=== input_conditioner ===
input_conditioner/wires.png
The bar under the picture is 10 µm long. Only two layers are drawn.
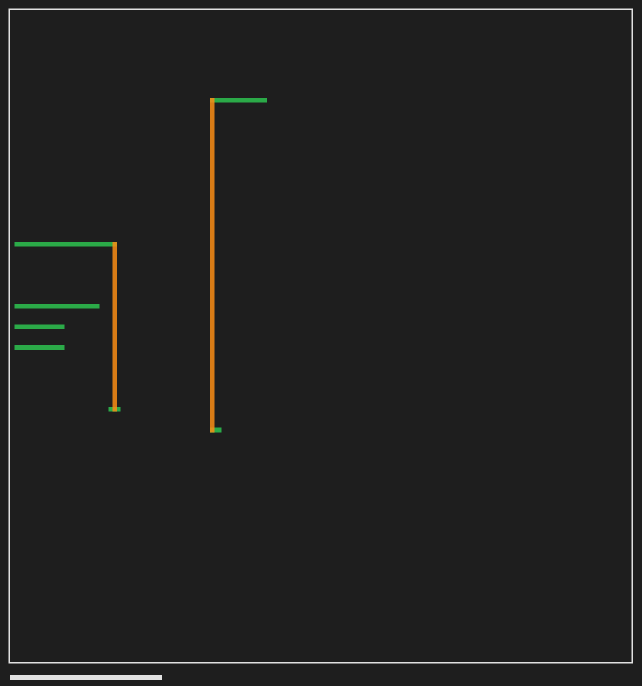
input_conditioner/layer_met1.png
The bar under the picture is 10 µm long. Cells faint in the background.
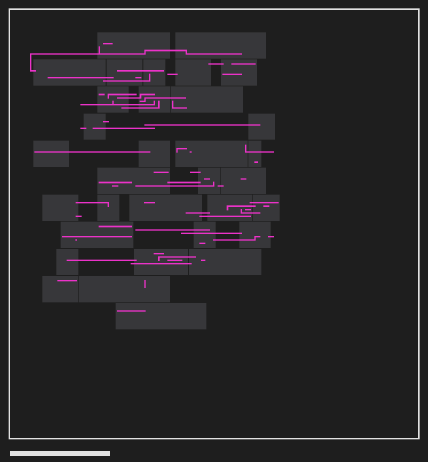
input_conditioner/congestion.png
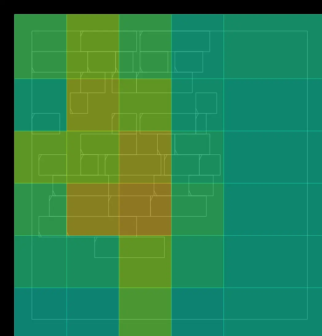
$ cat config.mk
export PLATFORM = sky130hd
export DESIGN_NAME = input_conditioner
export DESIGN_NICKNAME = d
export VERILOG_FILES = /design/src/rtl/input_conditioner.sv
export SDC_FILE = /design/constraint.sdc
export NUM_CORES = 1
export LEC_CHECK = 0
export CORE_AREA = 2 2 39 41
export CTS_BUF_LIST = sky130_fd_sc_hd__clkbuf_16
export DETAILED_ROUTE_END_ITERATION = 10
export DIE_AREA = 0 0 41 43
export REMOVE_ABC_BUFFERS = 1
export SYNTH_ARGS = -nofsm -noshare
export SYNTH_HDL_FRONTEND = slang
export SYNTH_SLANG_ARGS = --single-unit
$ cat constraint.sdc
create_clock -name clk -period 1.5 [get_ports clk]
set_input_delay 0.15 -clock clk [delete_from_list [all_inputs] [get_ports clk]]
set_output_delay 0.15 -clock clk [all_outputs]
set_load 0.02 [all_outputs]
$ cat src/rtl/input_conditioner.sv
// input_conditioner: per-channel synchronizer, level debouncer and edge detector.
// Each raw input bit is brought into the clk domain through a STAGES-deep
// flop chain. The synchronized level is accepted onto out only after it has
// differed from out for DEBOUNCE consecutive cycles. rise and fall are
// registered one-cycle pulses marking each accepted change.
module input_conditioner #(
    parameter int WIDTH    = 1,
    parameter int STAGES   = 2,
    parameter int DEBOUNCE = 4
) (
    input  logic             clk,
    input  logic             reset,
    input  logic [WIDTH-1:0] in,
    output logic [WIDTH-1:0] out,
    output logic [WIDTH-1:0] rise,
    output logic [WIDTH-1:0] fall
);

    localparam int CNT_W = $clog2(DEBOUNCE) + 1;
    localparam logic [CNT_W-1:0] CNT_LAST = CNT_W'(DEBOUNCE - 1);
    localparam logic [CNT_W-1:0] CNT_ONE  = CNT_W'(1);

    logic [WIDTH-1:0] sync_q [STAGES];
    logic [WIDTH-1:0] sync_d [STAGES];
    logic [WIDTH-1:0] sync;

    logic [CNT_W-1:0] cnt_q [WIDTH];
    logic [CNT_W-1:0] cnt_d [WIDTH];

    logic [WIDTH-1:0] out_q;
    logic [WIDTH-1:0] out_d;
    logic [WIDTH-1:0] rise_q;
    logic [WIDTH-1:0] rise_d;
    logic [WIDTH-1:0] fall_q;
    logic [WIDTH-1:0] fall_d;

    // Synchronizer chain: stage 0 captures the raw input, each later stage copies its predecessor.
    always_comb begin
        sync_d[0] = in;
        for (int s = 1; s < STAGES; s++) begin
            sync_d[s] = sync_q[s-1];
        end
    end

    // Only the last synchronizer stage is visible to the channel logic.
    assign sync = sync_q[STAGES-1];

    // Debounce: count consecutive mismatching cycles; accept the new level on the last one.
    always_comb begin
        out_d = out_q;
        for (int i = 0; i < WIDTH; i++) begin
            cnt_d[i] = cnt_q[i];
            if (sync[i] == out_q[i]) begin
                // Any agreeing cycle discards a partial run.
                cnt_d[i] = '0;
            end else if (cnt_q[i] >= CNT_LAST) begin
                // The >= keeps the counter from ever passing CNT_LAST.
                out_d[i] = sync[i];
                cnt_d[i] = '0;
            end else begin
                cnt_d[i] = cnt_q[i] + CNT_ONE;
            end
        end
        rise_d = out_d & ~out_q;
        fall_d = ~out_d & out_q;
    end

    // State register: reset clears synchronizers, counters, level and pulses together.
    always_ff @(posedge clk) begin
        if (reset) begin
            for (int s = 0; s < STAGES; s++) begin
                sync_q[s] <= '0;
            end
            for (int i = 0; i < WIDTH; i++) begin
                cnt_q[i] <= '0;
            end
            out_q  <= '0;
            rise_q <= '0;
            fall_q <= '0;
        end else begin
            for (int s = 0; s < STAGES; s++) begin
                sync_q[s] <= sync_d[s];
            end
            for (int i = 0; i < WIDTH; i++) begin
                cnt_q[i] <= cnt_d[i];
            end
            out_q  <= out_d;
            rise_q <= rise_d;
            fall_q <= fall_d;
        end
    end

    assign out  = out_q;
    assign rise = rise_q;
    assign fall = fall_q;

endmodule

==> notes.md <==
The run finished with clean final reports. The run gives 220 for the via count of the first global-routing pass. The longest incremental delay of any stage on the critical path is reported as 0.63 ns. The most critical min-delay path falls under flip-flop to flip-flop. The critical path data required time was 1.35 ns; the pre-placement core utilization was 21.5%.

With the number of diodes added for antenna fixing at 0, the number of buffers inserted during clock tree synthesis is 3. After layout, the clock buffer instance count stands at 3. The register with the most flip-flops in the final layout is cnt_q. In the power breakdown, the biggest contributor is clock.

The slew at the pin with the worst max-slew slack was 0.302 ns. The cell type group with the largest total delay on the critical path was buffers and inverters. The global placer's final weighted congestion is 0.683.

The run gives 0.174 nW for the total leakage power. Row generation in the floorplan step produced 14 rows. Ranked by total cell area, the synthesized netlist is headed by sky130_fd_sc_hd__dfxtp_1, sky130_fd_sc_hd__ha_1, sky130_fd_sc_hd__nor4b_1, sky130_fd_sc_hd__nor4b_2, sky130_fd_sc_hd__nand2b_1.
## Picture notes: input_conditioner/wires.png
- metal 3: green (wire length 21.6 µm)
- metal 4: orange (wire length 32.6 µm)
Tot GR Track Use: 7.38%
total detailed-routing wirelength: 443 µm
Vias: 209
routed wirelength normalized by instance count: 9.04 µm

## Picture notes: input_conditioner/layer_met1.png
- longest straight run: 11.5 µm
- wire length on this layer: 205 µm
met1 Resource Use GR: 7.89%

## Picture notes: input_conditioner/congestion.png
grt met2 use: 8.75%
global routing usage on met3: 3.14%
most congested layer reported by global routing: met4


=== ccg_bist_controller ===
ccg_bist_controller/layer_met1.png
The bar under the picture is 20 µm long. Cells faint in the background.
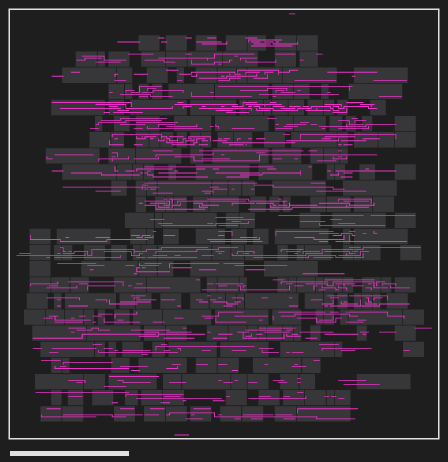
ccg_bist_controller/metal_density.png
The die is cut into 14 by 14 equal tiles; white is low, dark blue is high, scaled to the fullest tile. Values are wire area over tile area, all layers added.
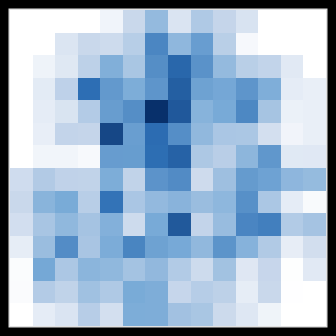
$ cat config.mk
export PLATFORM = sky130hd
export DESIGN_NAME = ccg_bist_controller
export DESIGN_NICKNAME = d
export VERILOG_FILES = /design/src/rtl/ccg_bist_controller.sv
export SDC_FILE = /design/constraint.sdc
export NUM_CORES = 1
export LEC_CHECK = 0
export CORE_MARGIN = 2
export CORE_UTILIZATION = 43
export DETAILED_ROUTE_END_ITERATION = 8
export GPL_TIMING_DRIVEN = 1
export MAX_ROUTING_LAYER = met4
export PLACE_DENSITY = 0.76
export SLEW_MARGIN = 10
export SYNTH_ARGS = -nofsm -noshare
export SYNTH_HDL_FRONTEND = slang
export SYNTH_SLANG_ARGS = --single-unit
export TNS_END_PERCENT = 5
$ cat constraint.sdc
create_clock -name clk -period 1.55 [get_ports clk]
set_input_delay 0.155 -clock clk [delete_from_list [all_inputs] [get_ports clk]]
set_output_delay 0.155 -clock clk [all_outputs]
set_load 0.005 [all_outputs]
$ cat src/rtl/ccg_bist_controller.sv
// BIST controller: LFSR/exhaustive pattern source, MISR response compactor
// and golden-signature compare for combinational netlists under test.
module ccg_bist_controller #(
  parameter int unsigned          N_IN          = 5,
  parameter int unsigned          N_OUT         = 10,
  parameter int unsigned          PATTERN_COUNT = 32,
  parameter logic [N_IN-1:0]      LFSR_TAPS     = 5'b00101,
  parameter logic [N_IN-1:0]      LFSR_SEED     = {{(N_IN-1){1'b0}}, 1'b1},
  parameter logic [N_OUT-1:0]     MISR_TAPS     = 10'b0000001001
) (
  input  logic             clk,
  input  logic             rst,
  input  logic             start,
  input  logic             abort,
  input  logic             mode,
  input  logic [N_OUT-1:0] golden,
  output logic [N_IN-1:0]  pat_out,
  input  logic [N_OUT-1:0] resp_in,
  output logic             busy,
  output logic             done,
  output logic             pass,
  output logic [N_OUT-1:0] signature,
  output logic [15:0]      pat_cnt
);

  typedef enum logic [1:0] {IDLE, RUN, DONE} state_t;

  localparam logic [N_IN-1:0] SEED_EFF =
    (LFSR_SEED == '0) ? {{(N_IN-1){1'b0}}, 1'b1} : LFSR_SEED;
  localparam logic [15:0] LAST_CNT = 16'(PATTERN_COUNT - 1);

  state_t           state_q, state_d;
  logic             mode_q, mode_d;
  logic [N_IN-1:0]  pat_q, pat_d, pat_step;
  logic [N_OUT-1:0] sig_q, sig_d, sig_step;
  logic [15:0]      cnt_q, cnt_d;
  logic             pass_q, pass_d;

  always_ff @(posedge clk or posedge rst) begin
    if (rst) begin
      state_q <= IDLE;
      mode_q  <= 1'b0;
      pat_q   <= '0;
      sig_q   <= '0;
      cnt_q   <= '0;
      pass_q  <= 1'b0;
    end else begin
      state_q <= state_d;
      mode_q  <= mode_d;
      pat_q   <= pat_d;
      sig_q   <= sig_d;
      cnt_q   <= cnt_d;
      pass_q  <= pass_d;
    end
  end

  always_comb begin
    state_d  = state_q;
    mode_d   = mode_q;
    pat_d    = pat_q;
    sig_d    = sig_q;
    cnt_d    = cnt_q;
    pass_d   = pass_q;
    sig_step = {sig_q[N_OUT-2:0], 1'b0} ^ (sig_q[N_OUT-1] ? MISR_TAPS : '0) ^ resp_in;
    pat_step = mode_q ? pat_q + 1'b1
                      : {pat_q[N_IN-2:0], 1'b0} ^ (pat_q[N_IN-1] ? LFSR_TAPS : '0);
    case (state_q)
      IDLE, DONE: begin
        if (start) begin
          state_d = RUN;
          mode_d  = mode;
          pat_d   = mode ? '0 : SEED_EFF;
          sig_d   = '0;
          cnt_d   = '0;
          pass_d  = 1'b0;
        end
      end
      RUN: begin
        // The abort edge still absorbs its response; values freeze from then on.
        sig_d = sig_step;
        cnt_d = cnt_q + 16'd1;
        pat_d = pat_step;
        if (abort) begin
          state_d = IDLE;
          pass_d  = 1'b0;
        end else if (cnt_q == LAST_CNT) begin
          state_d = DONE;
          pass_d  = (sig_step == golden);
        end
      end
      default: state_d = IDLE;
    endcase
  end

  assign pat_out   = pat_q;
  assign signature = sig_q;
  assign pat_cnt   = cnt_q;
  assign pass      = pass_q;
  assign busy      = (state_q == RUN);
  assign done      = (state_q == DONE);

endmodule

==> notes.md <==
The run finished with clean final reports. The share of the core area taken by cells at floorplan is 45.3%. In this run the layout overhead on the synthesized area is reported as 49.2%. Sequential elements use 43.8% of the synthesized area. The count of synthesis-stage warnings from yosys was 0.

After clock tree synthesis, the flow added hold-fix buffers numbering 0. The run gives 18.6% for the proportion of power drawn by the clock network. The number of non-clock buffers is 87.

With the worst path buffer plus inverter count at 2, the fraction of area in non-clock buffers is 26.8%. The run gives 179 µm for the routed length on met3. Flop and latch count out of synthesis: 35. The floorplan report lists the tap cell count as 52. The tools report the latest clock arrival within the worst-skew pair as 0.29 ns.

From the final report, the count of setup violators was given as 0. STA reports a reg2reg setup slack of 0.06 ns. The share of synthesized area spent on multiplexers works out to 2.06%. The number of diodes added for antenna fixing was 0; the count of inverters not on the clock network in the layout was 4. The worst-case headroom to the max-slew limit is 70.2%, and the logic gate fraction of the total cell area is 38.0%.

In this run the worst path has a maximum fanout of 4. After the first detailed-routing iteration, the DRC count stood at 99. The cell at the root of the clock tree is sky130_fd_sc_hd__clkbuf_8. The design draws 3.53 mW. With the combined flip-flop and latch cell area at 880 µm², the switching component of the power is 1.13 mW. In this run the critical path is formed by buf_4 > clkdlybuf4s50_1. The port buffer count is 58, and the clock-pin slew reported for the worst setup and hold paths after clock tree synthesis is 0.07 ns. After layout, the worst path uses 96.8% of the clock period.

Looking at area per cell type in the netlist, the leader is sky130_fd_sc_hd__dfrtp_1. The synthesized design contains 0 enable-type register cells. For this run, design rule violations remaining after detail routing come to 0.

The first global-routing pass estimated 7820 µm of wire. Cell internal power was estimated by the tool at 2.40 mW. In the detailed route, the total length drawn on met2 is 2270 µm.

The count of cells in the finished layout, fillers not included, comes to 327. The tools report the power drawn by the clock network as 0.657 mW. Group with the largest share of power: combinational logic. The tools report the worst reg2reg path endpoint as pass$_DFFE_PP0P_. The number of antenna violations at the first check in global routing came out at 0.

The number of clock buffers added by TritonCTS is 5. The clock tree synthesis step divided the H-tree into 2 levels.
About ccg_bist_controller/layer_met1.png:
- main direction: horizontal
- nets with wire on the layer: 272
- longest straight run: 22.5 µm
- share of all routed wire: 47%
Vias: 1732
total detailed-routing wirelength: 4730 µm
met1 Resource Use GR: 26.9%

About ccg_bist_controller/metal_density.png:
- tiles over half the peak: 21%
- mean over tiles: 0.14
- nearly empty tiles: 12%
- emptiest ninth of the die: north-west
Tot GR Track Use: 20.1%
routed wirelength normalized by instance count: 14.5 µm



==> layout pictures side by side <==
Zoomed window.
(a)
The bar under the picture is 5 µm long. Window x 21 to 41, y 22 to 42 µm. Cells in gray, sequential cells in the stronger gray; small squares are vias.
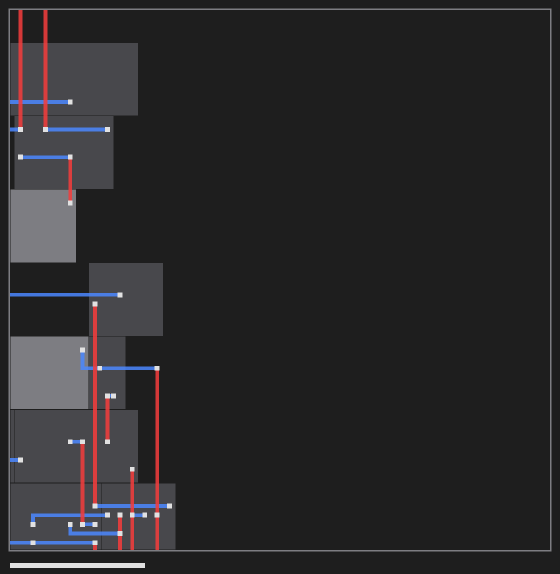
(b)
The bar under the picture is 5 µm long. Window x 44 to 64, y 44 to 64 µm. Cells in gray, sequential cells in the stronger gray; small squares are vias.
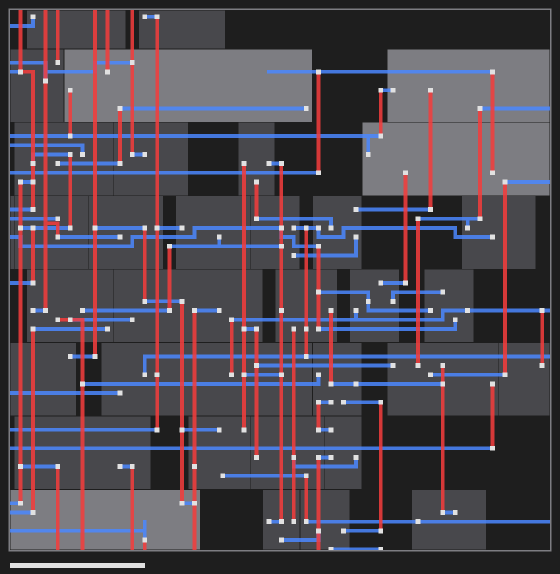
Of these, largest die: (b)
input_conditioner is (a).
ccg_bist_controller is (b).

Key to (a):
- metal 1: blue
- metal 2: red
- cells with their middle in the window: 7
- most frequent: ha_1 (2)
- sequential cells in the window: 0

No activity file was given, so power comes from the tool's default toggle rates.
